# ---- color_msg_tx ----
**color_msg_tx: metal 1**

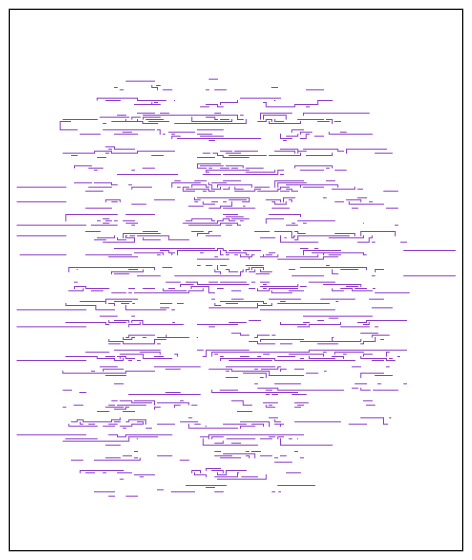

**src/rtl/color_pkg.sv**
```systemverilog
// rtl/color_pkg.sv - colour codes, message ASCII constants and UART FSM states
package color_pkg;

   localparam logic [1:0] CLR_NONE  = 2'd0;
   localparam logic [1:0] CLR_RED   = 2'd1;
   localparam logic [1:0] CLR_GREEN = 2'd2;
   localparam logic [1:0] CLR_BLUE  = 2'd3;

   localparam logic [7:0] ASC_C     = 8'h43;
   localparam logic [7:0] ASC_L     = 8'h4C;
   localparam logic [7:0] ASC_R     = 8'h52;
   localparam logic [7:0] ASC_COLON = 8'h3A;
   localparam logic [7:0] ASC_G     = 8'h47;
   localparam logic [7:0] ASC_B     = 8'h42;
   localparam logic [7:0] ASC_LF    = 8'h0A;

   localparam int MSG_LEN = 6;

   typedef enum logic [1:0] {
      ST_IDLE,
      ST_START,
      ST_DATA,
      ST_STOP
   } tx_state_t;

   // Byte idx of the message "CLR:<L>\n" for colour clr.
   function automatic logic [7:0] msg_byte(input logic [2:0] idx, input logic [1:0] clr);
      logic [7:0] v_ltr;
      case (clr)
         CLR_RED:   v_ltr = ASC_R;
         CLR_GREEN: v_ltr = ASC_G;
         default:   v_ltr = ASC_B;
      endcase
      case (idx)
         3'd0:    msg_byte = ASC_C;
         3'd1:    msg_byte = ASC_L;
         3'd2:    msg_byte = ASC_R;
         3'd3:    msg_byte = ASC_COLON;
         3'd4:    msg_byte = v_ltr;
         default: msg_byte = ASC_LF;
      endcase
   endfunction

endpackage

```
**src/rtl/uart_byte_tx.sv**
```systemverilog
// rtl/uart_byte_tx.sv - one 8N1 frame; done pulses on the last STOP cycle
module uart_byte_tx
   import color_pkg::*;
#(
   parameter int DIV = 434
) (
   input  logic       clk_50,
   input  logic       rst,
   input  logic       start,
   input  logic [7:0] data,
   output logic       tx,
   output logic       done
);

   localparam int             CW   = (DIV > 1) ? $clog2(DIV) : 1;
   localparam logic [CW-1:0]  LAST = CW'(DIV - 1);

   tx_state_t       r_state;
   logic [CW-1:0]   r_cnt;
   logic [2:0]      r_bit;
   logic [7:0]      r_sh;
   logic            r_tx;
   logic            w_last;
   logic            w_done;

   assign w_last = (r_cnt == LAST);
   assign w_done = (r_state == ST_STOP) && w_last;
   assign done   = w_done;
   assign tx     = r_tx;

   always_ff @(posedge clk_50) begin
      if (rst) begin
         r_state <= ST_IDLE;
         r_cnt   <= '0;
         r_bit   <= '0;
         r_sh    <= '0;
         r_tx    <= 1'b1;
      end else if (start && ((r_state == ST_IDLE) || w_done)) begin
         // A start during the final STOP cycle chains frames with no idle gap.
         r_state <= ST_START;
         r_cnt   <= '0;
         r_bit   <= '0;
         r_sh    <= data;
         r_tx    <= 1'b0;
      end else if (r_state != ST_IDLE) begin
         if (!w_last) begin
            r_cnt <= r_cnt + 1'b1;
         end else begin
            r_cnt <= '0;
            case (r_state)
               ST_START: begin
                  r_state <= ST_DATA;
                  r_tx    <= r_sh[0];
               end
               ST_DATA: begin
                  if (r_bit == 3'd7) begin
                     r_state <= ST_STOP;
                     r_tx    <= 1'b1;
                  end else begin
                     r_bit <= r_bit + 3'd1;
                     r_sh  <= r_sh >> 1;
                     r_tx  <= r_sh[1];
                  end
               end
               default: begin
                  r_state <= ST_IDLE;
                  r_tx    <= 1'b1;
               end
            endcase
         end
      end
   end

endmodule

```
**src/rtl/color_msg_tx.sv**
```systemverilog
// rtl/color_msg_tx.sv - colour events to "CLR:<L>\n" UART messages with one pending slot
// Optional macro COLOR_MSG_DEDUP_EN discards events repeating the last launched colour.
module color_msg_tx
   import color_pkg::*;
#(
   parameter int CLK_HZ = 50_000_000,
   parameter int BAUD   = 115200,
   parameter int DROP_W = 8
) (
   input  logic              clk_50,
   input  logic              rst,
   input  logic              evt_valid,
   input  logic [1:0]        evt_clr,
   output logic              evt_ready,
   output logic              tx,
   output logic              busy,
   output logic [DROP_W-1:0] drop_cnt
);

   localparam int         DIV      = (CLK_HZ + BAUD / 2) / BAUD;
   localparam logic [2:0] LAST_IDX = 3'(MSG_LEN - 1);

   logic              r_active;
   logic              r_kick;
   logic [2:0]        r_byte_idx;
   logic [1:0]        r_cur_clr;
   logic              r_pend_valid;
   logic [1:0]        r_pend_clr;
   logic [DROP_W-1:0] r_drop;

   logic              w_done;
   logic              w_tx;
   logic              w_evt_ok;
   logic              w_msg_end;
   logic              w_launch_new;
   logic              w_launch_pend;
   logic              w_pend_free;
   logic              w_start;
   logic [2:0]        w_tx_idx;
   logic [1:0]        w_tx_clr;
   logic [7:0]        w_tx_byte;

`ifdef COLOR_MSG_DEDUP_EN
   logic [1:0]        r_last_clr;
   assign w_evt_ok = evt_valid && (evt_clr != CLR_NONE) && (evt_clr != r_last_clr);
`else
   assign w_evt_ok = evt_valid && (evt_clr != CLR_NONE);
`endif

   assign evt_ready     = ~rst;
   assign busy          = r_active | r_pend_valid;
   assign drop_cnt      = r_drop;
   assign tx            = w_tx;

   assign w_msg_end     = r_active && w_done && (r_byte_idx == LAST_IDX);
   assign w_launch_pend = r_pend_valid && (w_msg_end || !r_active);
   assign w_launch_new  = !r_active && !r_pend_valid && w_evt_ok;
   assign w_pend_free   = !r_pend_valid || w_launch_pend;
   // First byte of an idle launch goes out via r_kick; chained bytes start on done.
   assign w_start       = r_kick || (r_active && w_done && (!w_msg_end || r_pend_valid));

   always_comb begin
      w_tx_idx = r_byte_idx;
      w_tx_clr = r_cur_clr;
      if (w_msg_end) begin
         w_tx_idx = 3'd0;
         w_tx_clr = r_pend_clr;
      end else if (r_active && w_done) begin
         w_tx_idx = r_byte_idx + 3'd1;
      end
   end

   assign w_tx_byte = msg_byte(w_tx_idx, w_tx_clr);

   always_ff @(posedge clk_50) begin
      if (rst) begin
         r_active     <= 1'b0;
         r_kick       <= 1'b0;
         r_byte_idx   <= '0;
         r_cur_clr    <= CLR_NONE;
         r_pend_valid <= 1'b0;
         r_pend_clr   <= CLR_NONE;
         r_drop       <= '0;
      end else begin
         r_kick <= 1'b0;
         if (!r_active && (r_pend_valid || w_evt_ok)) begin
            r_active   <= 1'b1;
            r_kick     <= 1'b1;
            r_byte_idx <= '0;
            r_cur_clr  <= r_pend_valid ? r_pend_clr : evt_clr;
         end else if (r_active && w_done) begin
            if (!w_msg_end) begin
               r_byte_idx <= r_byte_idx + 3'd1;
            end else if (r_pend_valid) begin
               r_byte_idx <= '0;
               r_cur_clr  <= r_pend_clr;
            end else begin
               r_active <= 1'b0;
            end
         end

         if (w_evt_ok && !w_launch_new) begin
            r_pend_valid <= 1'b1;
            r_pend_clr   <= evt_clr;
            if (!w_pend_free && (r_drop != '1)) begin
               r_drop <= r_drop + 1'b1;
            end
         end else if (w_launch_pend) begin
            r_pend_valid <= 1'b0;
         end
      end
   end

`ifdef COLOR_MSG_DEDUP_EN
   always_ff @(posedge clk_50) begin
      if (rst) begin
         r_last_clr <= CLR_NONE;
      end else if (w_launch_new) begin
         r_last_clr <= evt_clr;
      end else if (w_launch_pend) begin
         r_last_clr <= r_pend_clr;
      end
   end
`endif

   uart_byte_tx #(
      .DIV (DIV)
   ) u_uart (
      .clk_50 (clk_50),
      .rst    (rst),
      .start  (w_start),
      .data   (w_tx_byte),
      .tx     (w_tx),
      .done   (w_done)
   );

endmodule

```
**config.mk**
```make
export PLATFORM = sky130hd
export DESIGN_NAME = color_msg_tx
export DESIGN_NICKNAME = d
export VERILOG_FILES = /design/src/rtl/color_pkg.sv /design/src/rtl/uart_byte_tx.sv /design/src/rtl/color_msg_tx.sv
export SDC_FILE = /design/constraint.sdc
export NUM_CORES = 1
export LEC_CHECK = 0
export CAP_MARGIN = 20
export CORE_ASPECT_RATIO = 1.25
export CORE_MARGIN = 8
export CORE_UTILIZATION = 55
export DETAILED_ROUTE_END_ITERATION = 8
export PLACE_DENSITY = 0.75
export SYNTH_ARGS = -nofsm -noshare
export SYNTH_HDL_FRONTEND = slang
export SYNTH_SLANG_ARGS = --single-unit
```
**constraint.sdc**
```tcl
create_clock -name clk_50 -period 2.8 [get_ports clk_50]
set_input_delay 0.28 -clock clk_50 [delete_from_list [all_inputs] [get_ports clk_50]]
set_output_delay 0.28 -clock clk_50 [all_outputs]
set_load 0.03 [all_outputs]
```
# ---- lcd_64_to_32_bits_adapter_core ----
## src/rtl/lcd_64_to_32_bits_adapter_core.sv

```systemverilog
// Avalon-ST width adapter: 64-bit input beats split into 32-bit output words, high half first.
// Short EOP beats (empty >= 4) collapse to a single word carrying the residual empty count.
module lcd_64_to_32_bits_adapter_core #(
   parameter int USE_PACKETS = 1,
   parameter int ERROR_WIDTH = 1
) (
   input  logic                   clk,
   input  logic                   reset,
   input  logic [63:0]            in_data,
   input  logic                   in_valid,
   output logic                   in_ready,
   input  logic                   in_startofpacket,
   input  logic                   in_endofpacket,
   input  logic [2:0]             in_empty,
   input  logic [ERROR_WIDTH-1:0] in_error,
   output logic [31:0]            out_data,
   output logic                   out_valid,
   input  logic                   out_ready,
   output logic                   out_startofpacket,
   output logic                   out_endofpacket,
   output logic [1:0]             out_empty,
   output logic [ERROR_WIDTH-1:0] out_error
);

   typedef enum logic [1:0] {S_EMPTY, S_HIGH, S_LOW} state_t;

   localparam bit PKT = (USE_PACKETS != 0);

   state_t                 state, state_nxt;
   logic [63:0]            hold_data;
   logic                   hold_sop, hold_eop, hold_single;
   logic [2:0]             hold_empty;
   logic [ERROR_WIDTH-1:0] hold_err;
   logic                   last_word, capture;

   // The word now on the output is the last one of the held beat; once it
   // transfers the next beat may be captured in the same cycle.
   always_comb begin
      last_word = (state == S_LOW) || ((state == S_HIGH) && hold_single);
      in_ready  = (state == S_EMPTY) || (out_ready && last_word);
      capture   = in_valid && in_ready;
      state_nxt = state;
      unique case (state)
         S_EMPTY: if (in_valid) state_nxt = S_HIGH;
         S_HIGH:  if (out_ready) state_nxt = hold_single ? (in_valid ? S_HIGH : S_EMPTY) : S_LOW;
         S_LOW:   if (out_ready) state_nxt = in_valid ? S_HIGH : S_EMPTY;
         default: state_nxt = S_EMPTY;
      endcase
   end

   always_comb begin
      out_valid         = 1'b0;
      out_data          = '0;
      out_startofpacket = 1'b0;
      out_endofpacket   = 1'b0;
      out_empty         = '0;
      out_error         = '0;
      unique case (state)
         S_HIGH: begin
            out_valid         = 1'b1;
            out_data          = hold_data[63:32];
            out_startofpacket = hold_sop;
            out_endofpacket   = hold_single;
            // hold_empty - 4 reduces to its low two bits when hold_single is set
            out_empty         = hold_single ? hold_empty[1:0] : 2'd0;
            out_error         = hold_err;
         end
         S_LOW: begin
            out_valid         = 1'b1;
            out_data          = hold_data[31:0];
            out_endofpacket   = hold_eop;
            out_empty         = hold_eop ? hold_empty[1:0] : 2'd0;
            out_error         = hold_err;
         end
         default: ;
      endcase
   end

   always_ff @(posedge clk or posedge reset) begin
      if (reset) begin
         state       <= S_EMPTY;
         hold_data   <= '0;
         hold_sop    <= 1'b0;
         hold_eop    <= 1'b0;
         hold_single <= 1'b0;
         hold_empty  <= '0;
         hold_err    <= '0;
      end else begin
         state <= state_nxt;
         if (capture) begin
            hold_data   <= in_data;
            hold_sop    <= PKT && in_startofpacket;
            hold_eop    <= PKT && in_endofpacket;
            hold_single <= PKT && in_endofpacket && in_empty[2];
            hold_empty  <= PKT ? in_empty : 3'd0;
            hold_err    <= in_error;
         end
      end
   end

endmodule

```

## config.mk

```make
export PLATFORM = sky130hd
export DESIGN_NAME = lcd_64_to_32_bits_adapter_core
export DESIGN_NICKNAME = d
export VERILOG_FILES = /design/src/rtl/lcd_64_to_32_bits_adapter_core.sv
export SDC_FILE = /design/constraint.sdc
export NUM_CORES = 1
export LEC_CHECK = 0
export ABC_CLOCK_PERIOD_IN_PS = 4700
export CAP_MARGIN = 20
export CORE_ASPECT_RATIO = 2
export CORE_UTILIZATION = 51
export CTS_BUF_LIST = sky130_fd_sc_hd__clkbuf_8
export DETAILED_ROUTE_END_ITERATION = 12
export PLACE_DENSITY_LB_ADDON = 0.1
export SLEW_MARGIN = 10
export SYNTH_ARGS = -nofsm -noshare
export SYNTH_HDL_FRONTEND = slang
export SYNTH_SLANG_ARGS = --single-unit
```

## constraint.sdc

```tcl
create_clock -name clk -period 4.7 [get_ports clk]
set_clock_uncertainty 0.2 [all_clocks]
set_input_delay 1.41 -clock clk [delete_from_list [all_inputs] [get_ports clk]]
set_output_delay 1.41 -clock clk [all_outputs]
set_load 0.02 [all_outputs]
```

# ---- branch_predictor ----
--- src/rtl/branch_predictor.sv ---
// Branch direction and target predictor for the fetch stage.
//
// Lookup is purely combinational on fetchPc: a table of 2-bit saturating
// counters supplies the direction, and a direct-mapped branch target buffer
// supplies the target. Training arrives one resolved branch per cycle from
// execute and is written on the clock edge, so a lookup in the same cycle as
// an update to the same entry sees the old contents (no bypass).
//
// Optional build macro: BRANCH_PREDICTOR_GSHARE_EN
//   When defined, a global history register of PHT_INDEX_BITS bits is XORed
//   into the counter-table index (gshare). History advances only at
//   resolution; there is no speculative history or repair. When undefined,
//   the counter table is bimodal and indexed by PC bits alone.

module branch_predictor #(
    parameter int PC_WIDTH       = 32,
    parameter int PHT_INDEX_BITS = 6,
    parameter int BTB_INDEX_BITS = 5
) (
    input  logic                clk,
    input  logic                rst,
    input  logic [PC_WIDTH-1:0] fetchPc,
    output logic                predTaken,
    output logic                predNextPcValid,
    output logic [PC_WIDTH-1:0] predNextPc,
    input  logic                updValid,
    input  logic [PC_WIDTH-1:0] updPc,
    input  logic                updTaken,
    input  logic [PC_WIDTH-1:0] updTarget
);

    localparam int PHT_ENTRIES = 1 << PHT_INDEX_BITS;
    localparam int BTB_ENTRIES = 1 << BTB_INDEX_BITS;
    localparam int TAG_WIDTH   = PC_WIDTH - BTB_INDEX_BITS - 2;

    // Next counter value after one resolved outcome, saturating at both ends.
    function automatic logic [1:0] sat_update(input logic [1:0] ctr, input logic taken);
        logic [1:0] nxt;
        nxt = ctr;
        if (taken) begin
            if (ctr != 2'b11) begin
                nxt = ctr + 2'b01;
            end else begin
                nxt = ctr;
            end
        end else begin
            if (ctr != 2'b00) begin
                nxt = ctr - 2'b01;
            end else begin
                nxt = ctr;
            end
        end
        return nxt;
    endfunction

    // Prediction state
    logic [1:0]           pht [PHT_ENTRIES];
    logic [BTB_ENTRIES-1:0] btb_valid;
    logic [TAG_WIDTH-1:0] btb_tag [BTB_ENTRIES];
    logic [PC_WIDTH-1:0]  btb_target [BTB_ENTRIES];

    // Index / tag extraction; the two byte-offset bits of a PC never matter.
    logic [PHT_INDEX_BITS-1:0] look_pht_idx;
    logic [PHT_INDEX_BITS-1:0] upd_pht_idx;
    logic [BTB_INDEX_BITS-1:0] look_btb_idx;
    logic [BTB_INDEX_BITS-1:0] upd_btb_idx;
    logic [TAG_WIDTH-1:0]      look_tag;
    logic [TAG_WIDTH-1:0]      upd_tag;
    logic                      upd_pc_unused;

    assign look_btb_idx  = fetchPc[BTB_INDEX_BITS+1:2];
    assign upd_btb_idx   = updPc[BTB_INDEX_BITS+1:2];
    assign look_tag      = fetchPc[PC_WIDTH-1:BTB_INDEX_BITS+2];
    assign upd_tag       = updPc[PC_WIDTH-1:BTB_INDEX_BITS+2];
    assign upd_pc_unused = ^updPc[1:0];

`ifdef BRANCH_PREDICTOR_GSHARE_EN
    logic [PHT_INDEX_BITS-1:0] ghr;

    // Both lookup and update hash with the history as it stands before this
    // cycle's resolution shifts in.
    assign look_pht_idx = fetchPc[PHT_INDEX_BITS+1:2] ^ ghr;
    assign upd_pht_idx  = updPc[PHT_INDEX_BITS+1:2] ^ ghr;

    // Global history shifts in each resolved outcome, newest in the LSB.
    always_ff @(posedge clk) begin
        if (rst) begin
            ghr <= {PHT_INDEX_BITS{1'b0}};
        end else if (updValid) begin
            ghr <= {ghr[PHT_INDEX_BITS-2:0], updTaken};
        end else begin
            ghr <= ghr;
        end
    end
`else
    assign look_pht_idx = fetchPc[PHT_INDEX_BITS+1:2];
    assign upd_pht_idx  = updPc[PHT_INDEX_BITS+1:2];
`endif

    // Counter table: reset to weakly not-taken, then train on every resolution.
    always_ff @(posedge clk) begin
        if (rst) begin
            for (int i = 0; i < PHT_ENTRIES; i++) begin
                pht[i] <= 2'b01;
            end
        end else if (updValid) begin
            pht[upd_pht_idx] <= sat_update(pht[upd_pht_idx], updTaken);
        end else begin
            pht[upd_pht_idx] <= pht[upd_pht_idx];
        end
    end

    // BTB valid bits: cleared on reset, set by any taken resolution.
    always_ff @(posedge clk) begin
        if (rst) begin
            btb_valid <= {BTB_ENTRIES{1'b0}};
        end else if (updValid && updTaken) begin
            btb_valid[upd_btb_idx] <= 1'b1;
        end else begin
            btb_valid <= btb_valid;
        end
    end

    // BTB tag/target payload; contents are meaningless until valid, so no reset.
    // A taken branch simply overwrites whatever aliased into its slot.
    always_ff @(posedge clk) begin
        if (!rst && updValid && updTaken) begin
            btb_tag[upd_btb_idx]    <= upd_tag;
            btb_target[upd_btb_idx] <= updTarget;
        end
    end

    // Same-cycle lookup; forced to a not-taken sequential prediction in reset.
    logic                btb_hit;
    logic                ctr_taken;
    logic [PC_WIDTH-1:0] seq_pc;

    assign seq_pc = fetchPc + PC_WIDTH'(32'd4);

    always_comb begin
        btb_hit         = 1'b0;
        ctr_taken       = 1'b0;
        predTaken       = 1'b0;
        predNextPcValid = 1'b0;
        predNextPc      = seq_pc;
        if (rst) begin
            predTaken       = 1'b0;
            predNextPcValid = 1'b0;
            predNextPc      = seq_pc;
        end else begin
            btb_hit         = btb_valid[look_btb_idx] && (btb_tag[look_btb_idx] == look_tag);
            ctr_taken       = pht[look_pht_idx][1];
            predTaken       = ctr_taken;
            predNextPcValid = btb_hit;
            if (ctr_taken && btb_hit) begin
                predNextPc = btb_target[look_btb_idx];
            end else begin
                predNextPc = seq_pc;
            end
        end
    end

endmodule

--- config.mk ---
export PLATFORM = sky130hd
export DESIGN_NAME = branch_predictor
export DESIGN_NICKNAME = d
export VERILOG_FILES = /design/src/rtl/branch_predictor.sv
export SDC_FILE = /design/constraint.sdc
export NUM_CORES = 2
export LEC_CHECK = 0
export CORE_UTILIZATION = 50
export CTS_BUF_LIST = sky130_fd_sc_hd__clkbuf_4
export CTS_CLUSTER_SIZE = 25
export DETAILED_ROUTE_END_ITERATION = 10
export PLACE_DENSITY_LB_ADDON = 0.15
export RECOVER_POWER = 25
export SYNTH_ARGS = -nofsm -noshare
export SYNTH_HDL_FRONTEND = slang
export SYNTH_SLANG_ARGS = --single-unit
--- constraint.sdc ---
create_clock -name clk -period 6.9 [get_ports clk]
set_input_delay 2.07 -clock clk [delete_from_list [all_inputs] [get_ports clk]]
set_output_delay 2.07 -clock clk [all_outputs]
set_load 0.01 [all_outputs]
# ---- cla_seq_adder_flat ----
==> config.mk <==
export PLATFORM = sky130hd
export DESIGN_NAME = cla_seq_adder_flat
export DESIGN_NICKNAME = d
export VERILOG_FILES = /design/src/rtl/cla_seq_adder_if.sv /design/src/rtl/cla_seq_adder.sv /design/src/flat_wrapper.sv
export SDC_FILE = /design/constraint.sdc
export NUM_CORES = 1
export LEC_CHECK = 0
export CAP_MARGIN = 5
export CORE_MARGIN = 8
export CORE_UTILIZATION = 46
export CTS_CLUSTER_DIAMETER = 50
export CTS_CLUSTER_SIZE = 40
export DETAILED_ROUTE_END_ITERATION = 7
export HOLD_SLACK_MARGIN = 0.08
export PLACE_DENSITY = 0.76
export REMOVE_ABC_BUFFERS = 1
export SLEW_MARGIN = 30
export SYNTH_ARGS = -nofsm -noshare
export SYNTH_HDL_FRONTEND = slang
export SYNTH_SLANG_ARGS = --single-unit
==> constraint.sdc <==
create_clock -name clk -period 2.2 [get_ports clk]
set_input_delay 0.22 -clock clk [delete_from_list [all_inputs] [get_ports clk]]
set_output_delay 0.22 -clock clk [all_outputs]
set_load 0.03 [all_outputs]
==> src/rtl/cla_seq_adder_if.sv <==
// cla_seq_adder_if: request/result bundle for the nibble-serial adder.
// The requester drives start/sub/X/Y/Cin and the adder drives
// busy/done/S/Cout/V.
interface cla_seq_adder_if #(
  parameter int WIDTH = 16
) ();
  logic             start;
  logic             sub;
  logic [WIDTH-1:0] X;
  logic [WIDTH-1:0] Y;
  logic             Cin;
  logic             busy;
  logic             done;
  logic [WIDTH-1:0] S;
  logic             Cout;
  logic             V;

  modport master (
    output start, sub, X, Y, Cin,
    input  busy, done, S, Cout, V
  );

  modport slave (
    input  start, sub, X, Y, Cin,
    output busy, done, S, Cout, V
  );
endinterface

==> src/rtl/cla_seq_adder.sv <==
// cla_seq_adder: WIDTH-bit adder/subtractor that reuses a single 4-bit
// carry-lookahead slice, processing one nibble per clock, LSB nibble first.
// WIDTH must be a multiple of 4 and at least 8.
// Optional feature macro: CLA_SEQ_OVERFLOW_EN. When it is defined, V reports
// signed overflow. When it is undefined, V is tied to 0.

// 4-bit carry-lookahead slice (purely combinational).
module carry_lookahead_4bit (
  input  logic [3:0] X,
  input  logic [3:0] Y,
  input  logic       Cin,
  output logic [3:0] S,
  output logic       Cout
);
  logic [3:0] g_s;
  logic [3:0] p_s;
  logic [4:0] c_s;

  assign g_s    = X & Y;
  assign p_s    = X ^ Y;
  assign c_s[0] = Cin;
  assign c_s[1] = g_s[0] | (p_s[0] & Cin);
  assign c_s[2] = g_s[1] | (p_s[1] & g_s[0]) | (p_s[1] & p_s[0] & Cin);
  assign c_s[3] = g_s[2] | (p_s[2] & g_s[1]) | (p_s[2] & p_s[1] & g_s[0])
                | (p_s[2] & p_s[1] & p_s[0] & Cin);
  assign c_s[4] = g_s[3] | (p_s[3] & g_s[2]) | (p_s[3] & p_s[2] & g_s[1])
                | (p_s[3] & p_s[2] & p_s[1] & g_s[0])
                | (p_s[3] & p_s[2] & p_s[1] & p_s[0] & Cin);
  assign S      = p_s ^ c_s[3:0];
  assign Cout   = c_s[4];
endmodule

module cla_seq_adder #(
  parameter int WIDTH = 16
) (
  input  logic          clk,
  input  logic          rst,
  cla_seq_adder_if.slave bus
);
  localparam int N  = WIDTH / 4;
  localparam int KW = (N > 1) ? $clog2(N) : 1;
  localparam logic [KW-1:0] K_LAST = KW'(N - 1);
  localparam logic [KW-1:0] K_ONE  = KW'(32'd1);

  typedef enum logic [1:0] {
    ST_IDLE = 2'b00,
    ST_RUN  = 2'b01,
    ST_DONE = 2'b10
  } state_t;

  state_t           state_r;
  state_t           state_s;
  logic             busy_s;
  logic             done_s;
  logic             last_s;

  logic [WIDTH-1:0] opa_r;
  logic [WIDTH-1:0] opb_r;
  logic [WIDTH-1:0] s_r;
  logic [KW-1:0]    k_r;
  logic             c_r;
  logic             cout_r;
  logic             busy_r;
  logic             done_r;

  logic [KW+1:0]    bit_base_s;
  logic [3:0]       nib_a_s;
  logic [3:0]       nib_b_s;
  logic [3:0]       sum_s;
  logic             slice_cout_s;

  // The nibble index selects which 4-bit lane of the frozen operands feeds the slice.
  assign bit_base_s = {k_r, 2'b00};
  assign nib_a_s    = opa_r[bit_base_s +: 4];
  assign nib_b_s    = opb_r[bit_base_s +: 4];

  carry_lookahead_4bit u_slice (
    .X    (nib_a_s),
    .Y    (nib_b_s),
    .Cin  (c_r),
    .S    (sum_s),
    .Cout (slice_cout_s)
  );

  // FSM state register.
  always_ff @(posedge clk) begin
    if (rst) begin
      state_r <= ST_IDLE;
    end else begin
      state_r <= state_s;
    end
  end

  // Next-state decode together with the busy/done values for the coming cycle.
  always_comb begin
    state_s = state_r;
    busy_s  = 1'b0;
    done_s  = 1'b0;
    last_s  = 1'b0;
    case (state_r)
      ST_IDLE: begin
        if (bus.start) begin
          state_s = ST_RUN;
        end else begin
          state_s = ST_IDLE;
        end
      end
      ST_RUN: begin
        if (k_r == K_LAST) begin
          last_s  = 1'b1;
          state_s = ST_DONE;
        end else begin
          state_s = ST_RUN;
        end
      end
      ST_DONE: begin
        state_s = ST_IDLE;
      end
      default: begin
        state_s = ST_IDLE;
      end
    endcase
    busy_s = (state_s == ST_RUN);
    done_s = (state_s == ST_DONE);
  end

  // Handshake outputs are registered so that they line up with the state register.
  always_ff @(posedge clk) begin
    if (rst) begin
      busy_r <= 1'b0;
      done_r <= 1'b0;
    end else begin
      busy_r <= busy_s;
      done_r <= done_s;
    end
  end

  // Datapath: latch operands on an accepted start, then accumulate one nibble per RUN edge.
  always_ff @(posedge clk) begin
    if (rst) begin
      opa_r  <= {WIDTH{1'b0}};
      opb_r  <= {WIDTH{1'b0}};
      s_r    <= {WIDTH{1'b0}};
      k_r    <= {KW{1'b0}};
      c_r    <= 1'b0;
      cout_r <= 1'b0;
    end else begin
      case (state_r)
        ST_IDLE: begin
          if (bus.start) begin
            opa_r <= bus.X;
            opb_r <= bus.sub ? ~bus.Y : bus.Y;
            c_r   <= bus.sub ? 1'b1 : bus.Cin;
            k_r   <= {KW{1'b0}};
            s_r   <= {WIDTH{1'b0}};
          end
        end
        ST_RUN: begin
          s_r[bit_base_s +: 4] <= sum_s;
          c_r                  <= slice_cout_s;
          if (last_s) begin
            // Hold k at its final value so that it never wraps inside a transaction.
            cout_r <= slice_cout_s;
          end else begin
            k_r <= k_r + K_ONE;
          end
        end
        default: begin
        end
      endcase
    end
  end

`ifdef CLA_SEQ_OVERFLOW_EN
  logic v_r;
  logic v_s;

  // Carry into the MSB is recovered from the MSB operand bits and the MSB sum bit.
  assign v_s = opa_r[WIDTH-1] ^ opb_r[WIDTH-1] ^ sum_s[3] ^ slice_cout_s;

  // Overflow flag is captured on the final RUN edge and held until the next start.
  always_ff @(posedge clk) begin
    if (rst) begin
      v_r <= 1'b0;
    end else if (state_r == ST_RUN && last_s) begin
      v_r <= v_s;
    end else begin
      v_r <= v_r;
    end
  end

  assign bus.V = v_r;
`else
  assign bus.V = 1'b0;
`endif

  assign bus.busy = busy_r;
  assign bus.done = done_r;
  assign bus.S    = s_r;
  assign bus.Cout = cout_r;
endmodule

==> src/flat_wrapper.sv <==
// flat-port wrapper written by rule: the top's interface ports become plain ports
module cla_seq_adder_flat 
#(
  parameter int WIDTH = 16
)
  (clk, rst, bus_start, bus_sub, bus_X, bus_Y, bus_Cin, bus_busy, bus_done, bus_S, bus_Cout, bus_V);
  cla_seq_adder_if #(.WIDTH(WIDTH)) bus_i ();
  input  logic clk;
  input  logic rst;
  input wire logic [$bits(bus_i.start)-1:0] bus_start;
  input wire logic [$bits(bus_i.sub)-1:0] bus_sub;
  input wire logic [$bits(bus_i.X)-1:0] bus_X;
  input wire logic [$bits(bus_i.Y)-1:0] bus_Y;
  input wire logic [$bits(bus_i.Cin)-1:0] bus_Cin;
  output wire logic [$bits(bus_i.busy)-1:0] bus_busy;
  output wire logic [$bits(bus_i.done)-1:0] bus_done;
  output wire logic [$bits(bus_i.S)-1:0] bus_S;
  output wire logic [$bits(bus_i.Cout)-1:0] bus_Cout;
  output wire logic [$bits(bus_i.V)-1:0] bus_V;
  assign bus_i.start = bus_start;
  assign bus_i.sub = bus_sub;
  assign bus_i.X = bus_X;
  assign bus_i.Y = bus_Y;
  assign bus_i.Cin = bus_Cin;
  assign bus_busy = bus_i.busy;
  assign bus_done = bus_i.done;
  assign bus_S = bus_i.S;
  assign bus_Cout = bus_i.Cout;
  assign bus_V = bus_i.V;
  cla_seq_adder #(.WIDTH(WIDTH)) u_core (.clk(clk), .rst(rst), .bus(bus_i));
endmodule

==> screenshots <==
Met2 routing.
Cells faint in the background.
picture 1
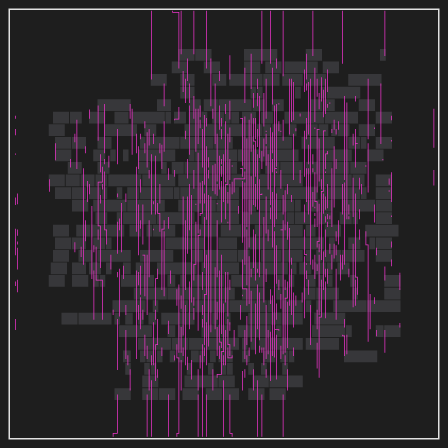
picture 2
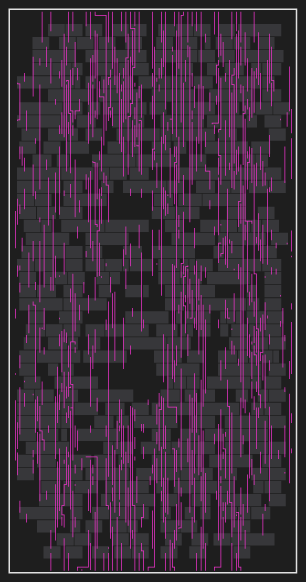
picture 3
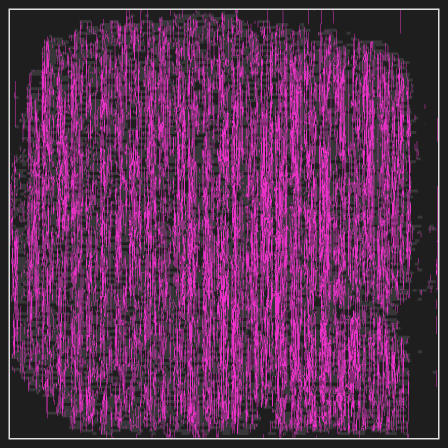
picture 4
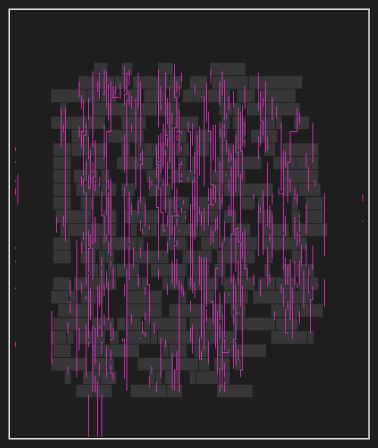
| from | picture |
|---|---|
| cla_seq_adder_flat | picture 1 |
| lcd_64_to_32_bits_adapter_core | picture 2 |
| branch_predictor | picture 3 |
| color_msg_tx | picture 4 |

Key to picture 1:
main direction: vertical
wire length on this layer: 3100 um
share of all routed wire: 50%
nets with wire on the layer: 317

**lcd_64_to_32_bits_adapter_core: metal 1**

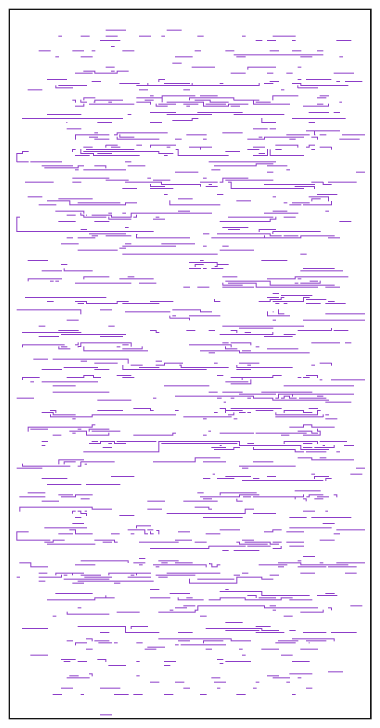
share of all routed wire: 39%
main direction: horizontal

==> run summary, lcd_64_to_32_bits_adapter_core <==
Outcome = completed
Maximum number of pins on one net before global-route repair = 44
Total power per unit cell area = 653.2 nW/um^2
Main logic family after synthesis = multiplexers
Number of non-clock buffers in the layout = 121
Clock power share = 13.3%
Class of the worst hold path = reg2reg
Setup TNS = 0 ps
Max-cap violations = 0
Final Hold Viols = 0
Mi-comb count = 162
Total power consumption of the routed design = 3.079 mW
Gate count after technology mapping = 258
Routed length per instance = 15.69 um
Internal power of the cells = 1.999 mW
Leakage = 1.909 nW
Achievable Freq = 228.7 MHz
Crit path from = out_ready
Final standard cell utilization of the core = 74.10%
Reg-to-reg critical path startpoint = state[1]$_DFFE_PP0P_
Vias = 2446
Number of cells upsized or downsized after cts = 0
Share of synthesized registers carrying an async set or reset = 100.0%
TritonCTS buffer count = 9
Post-synth tally of flip-flops with integrated enable = 0
Critical path type = in2out
Overall die width = 59.53 um
Crit-path leading delay family = buffers and inverters
Data required time of the critical path = 3090 ps
Cell count after placement = 447
Basic Gates by Area = 7.784%
Proportion of total power due to net switching = 35.06%
Power in sequential cells = 1.10 mW
Site row count = 41
MUX share of area = 23.94%
Part of the total power dissipated in combinational logic = 50.9%
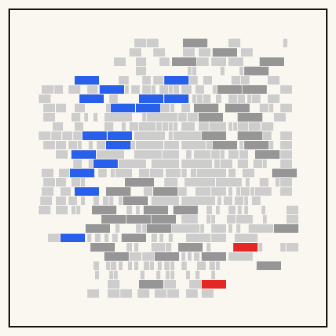
**Above:** cla_seq_adder_flat (sequential cells grouped by signal name).
Other sequential cells in the stronger gray, the rest of the logic in the fainter gray.
legend:
  red:
    netlist_name: u_core.state_r
    sequential_cells: 2
  blue:
    netlist_name: u_core.opb_r
    sequential_cells: 16

==> run summary, cla_seq_adder_flat <==
Outcome = completed
Non-Filler Instances = 409
Met3 layer wire length in the routed design = 361 um
Overall die width = 92.67 um
Crit. End Element = flip-flop
Tightest Pin Transition = 620.6 ps
Ratio of routed vias to standard cells = 5.333
Clock power share = 24.8%
Main flop type after synthesis = sky130_fd_sc_hd__dfxtp_1
Number of non-clock buffers in the layout = 64
Detailed Route Iter0 Violations = 84
Power in sequential cells = 1.11 mW
Setup TNS = 0 ps
Ports placed on the boundary = 57
RD Place Congestion = 0.8761
Sequential area share after synthesis = 41.46%
Setup slack of the most critical reg-to-reg path = 60 ps
Count of buffers inserted at the top-level ports = 55
Kind of start point of the critical path = flip-flop
Clock insertion delay at the later pin of the skew report = 310 ps
Arr. time, crit path = 2320 ps
Met1 Routed Length = 2561 um
Detailed placer's ending HPWL = 4562 um
Top cell type's share of synthesized area = 41.46%
Class of the worst hold path = in2reg
Grt met2 use = 25.03%
Worst hold margin = 366.6 ps
DRT Pass-1 Iters = 6
CP Depth = 7
Biggest fanout along the worst timing path = 4
Achievable Freq = 468.3 MHz
Leakage = 1.243 nW
Met1 routing resource usage after global routing = 16.92%
Share of cell area taken by flip-flops and latches = 32.12%
Sw power = 618.4 uW
Chain of cells forming the critical path = buf_6 > mux4_2 > ha_4 > a211oi_4 > o21bai_2 > a32oi_1 > nor2_1
Routed length per instance = 15.02 um
Mapped Avg Cell Area = 9.521 sq um
CTS Root Buffer Type = sky130_fd_sc_hd__clkbuf_8
Number of cells upsized or downsized after cts = 6
Part of the total power dissipated in combinational logic = 23.7%
Post-synth tally of flip-flops with integrated enable = 0
Synth area leader = sky130_fd_sc_hd__dfxtp_1
VDD IR-drop max = 0.3298 mV
Die boundary height = 92.67 um
Share of cell area taken by multi-input logic gates = 43.69%
Final count of pins violating max slew = 0
Capturing instance or port of the critical path = u_core.bus.S[2]$_SDFFE_PP0P_
Crit path buffers/inverters = 1
Core region area = 5816 sq um
Cell count after placement = 402
Routed wl met2 = 3099 um
Antenna cells = 0
Global router's overall resource usage = 14.58%
Count of clock buffers in the final design = 5
ANT nets after route = 0
Critical path type = reg2reg
Fraction of cell area in non-clock buffers = 18.54%
Uppermost routed layer = met4
Global-route met3 utilization = 4.450%
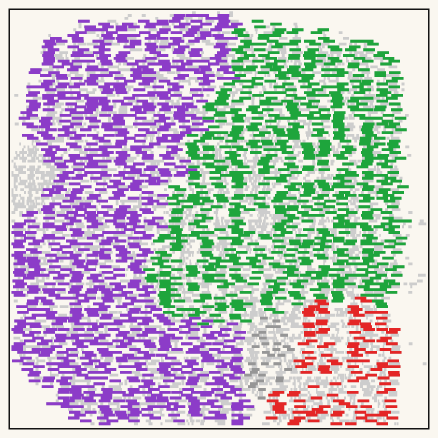
**Above:** branch_predictor (sequential cells grouped by signal name).
Other sequential cells in the stronger gray, the rest of the logic in the fainter gray.
legend:
  purple:
    netlist_name: btb_target
    sequential_cells: 1024
  green:
    netlist_name: btb_tag
    sequential_cells: 800
  red:
    netlist_name: pht
    sequential_cells: 128
    where: bottom right
not colored: 32

==> run summary, branch_predictor <==
Max-cap violations = 1
WHS Endpoint = btb_valid[1]$_SDFFE_PP0P_
Share of synthesized registers carrying an async set or reset = 0%
Final critical-path share of the clock period = 108.3%
Met1 Routed Length = 86560 um
Outcome = complete, but fails checks
Die boundary height = 398.3 um
Register ranked first by flip-flop count = btb_target
Core utilization at floorplan = 50.33%
Largest cells by area = sky130_fd_sc_hd__edfxtp_1, sky130_fd_sc_hd__mux4_2, sky130_fd_sc_hd__mux2i_1, sky130_fd_sc_hd__dfxtp_1, sky130_fd_sc_hd__clkbuf_1
Worst-case setup margin in the final layout = -569.7 ps
Total power per unit cell area = 265.7 nW/um^2
Uppermost routed layer = met5
Count of fill cells added during filler insertion = 11.51k
Via count of the first global-routing pass = 42.84k
Post-detailed-route DRC marker count = 4
Part of the total power dissipated in combinational logic = 6.5%
TritonCTS clock tree = yes
Sequential area share after synthesis = 75.46%
Mi-comb count = 1410
Largest registers ranked by flip-flop count = btb_target x1024, btb_tag x800, pht x128
Failing checks = design-rule violations, max-capacitance violations, max-slew violations, negative setup slack
Final count of pins violating max slew = 39
Kind of start point of the critical path = input port
Achievable Freq = 133.9 MHz
Vias = 42.15k
Share of cell area taken by multi-input logic gates = 20.22%
Non-Filler Instances = 6901
ANT nets after route = 0
Synthesized registers = 1984
Maximum number of pins on one net before global-route repair = 99
Biggest fanout along the worst timing path = 8
Cell count listed in synth_stat.txt = 3667
Comb power = 1.61 mW
Endpoints failing setup = 34
**color_msg_tx: placement density heat map**

The die is cut into 7 by 9 equal tiles; white is low, dark blue is high, 0 to 100% covered.
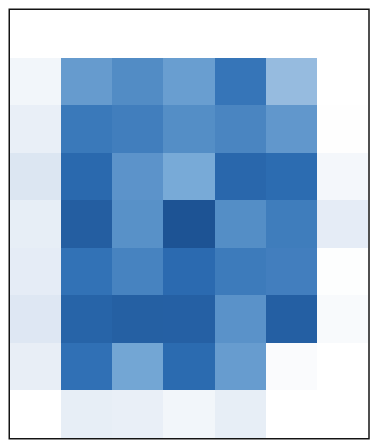
fullest tile: 86%
densest ninth of the die: middle
tiles over 75% full: 18%
mean over tiles: 39%
nearly empty tiles: 22%

Notes on 'metal 1' of color_msg_tx above:
share of all routed wire: 47%
wire length on this layer: 2050 um
longest straight run: 16.1 um
main direction: horizontal

==> run summary, color_msg_tx <==
Highest-count logic cell in the final layout = sky130_fd_sc_hd__dfxtp_1
Maximum number of pins on one net before global-route repair = 22
Ratio of routed vias to standard cells = 5.574
Vias = 1834
Mi-comb count = 200
Top cell type's share of synthesized area = 36.34%
Number of cells upsized or downsized after cts = 0
Antenna cells = 0
Post-synth net total = 274
Total clock network power = 467 uW
Warning total across the stage logs = 31
Die Area = 6300 sq um
Crit-path leading delay family = simple AND/OR/NAND/NOR gates
Met3 layer wire length in the routed design = 171 um
Die boundary height = 86.77 um
CTS Root Buffer Type = sky130_fd_sc_hd__clkbuf_8
Tap cells = 54
Sinks on Clock Net = 40
Instance area after placement = 2400 sq um
Terminus of the critical flop-to-flop path = u_uart.r_sh[6]$_SDFFE_PP0P_
Worst clock skew = 4.370 ps
Routed wl met2 = 2030 um
XOR-XNOR Cells, Area Fraction = 6.360%
Reg-to-reg critical path startpoint = u_uart.r_cnt[6]$_SDFFE_PP0N_
Critical path type = reg2reg
Total power consumption of the routed design = 1.151 mW
First-pass GRT wire length = 7714 um
Count of buffers inserted at the top-level ports = 15
Clock power share = 40.6%
Clock period minus final worst setup slack = 2352 ps
Startpoint of the most critical hold path = u_uart.r_bit[2]$_SDFFE_PP0P_
Via count of the first global-routing pass = 1733
Crit path from = u_uart.r_cnt[6]$_SDFFE_PP0N_
Post-detailed-route DRC marker count = 0
Outcome = completed
DRT Pass-1 Iters = 4
Core utilization at floorplan = 57.74%
Final standard cell utilization of the core = 65.80%
Synthesized-area fraction occupied by ao, oa, aoi and oai cells = 15.50%
Worst hold margin = 467.2 ps
Largest cell class by area = combinational gates
Routed WL = 4340 um
Dpl ws = 502.5 ps
Main flop type after synthesis = sky130_fd_sc_hd__dfxtp_1
Inverters excl. clock = 9
Cell depth of the worst min-delay path = 2


## Gallery

Placement density heat map.
shot_01.png
The die is cut into 6 by 12 equal tiles; white is low, dark blue is high, 0 to 100% covered.
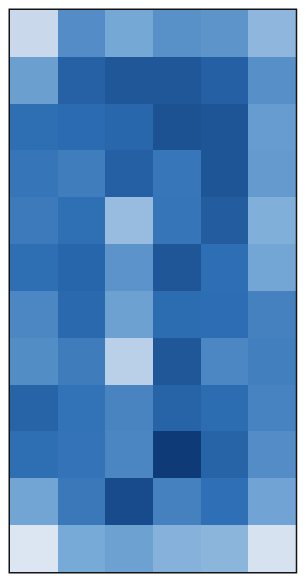
shot_02.png
The die is cut into 9 by 9 equal tiles; white is low, dark blue is high, 0 to 100% covered.
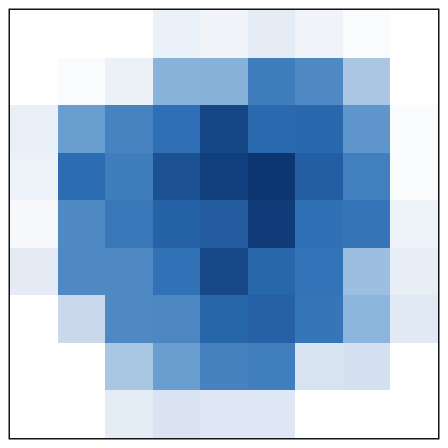
shot_03.png
The die is cut into 40 by 40 equal tiles; white is low, dark blue is high, 0 to 100% covered.
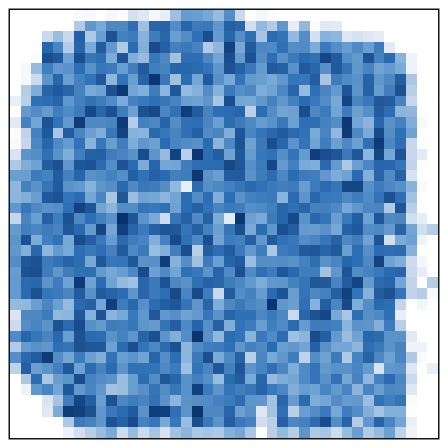
- highest utilization: shot_01.png
cla_seq_adder_flat is shot_02.png.
lcd_64_to_32_bits_adapter_core is shot_01.png.
branch_predictor is shot_03.png.

Key to shot_03.png:
mean over tiles: 57%
nearly empty tiles: 8.8%
fullest tile: 100%
tiles over 75% full: 24%


## Gallery

Cell placement.
(a)
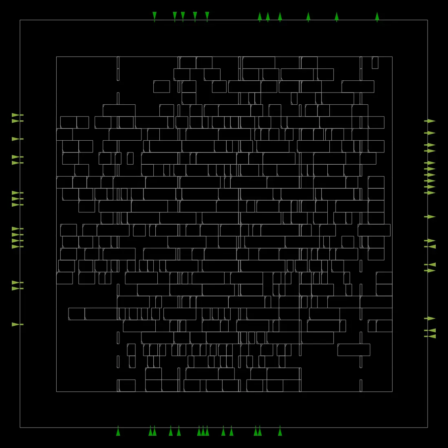
(b)
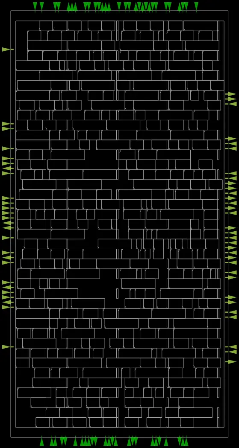
(c)
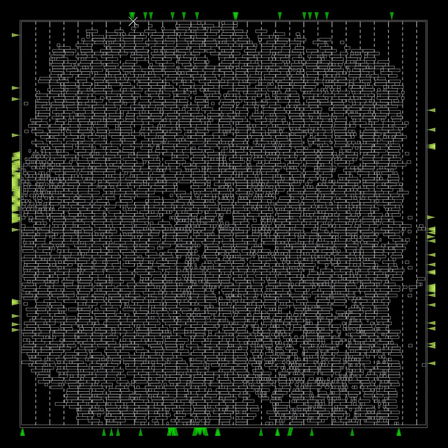
- (c) = branch_predictor
- (a) = cla_seq_adder_flat
- (b) = lcd_64_to_32_bits_adapter_core
Of these, highest utilization: (b)

No activity file was given, so power comes from the tool's default toggle rates.
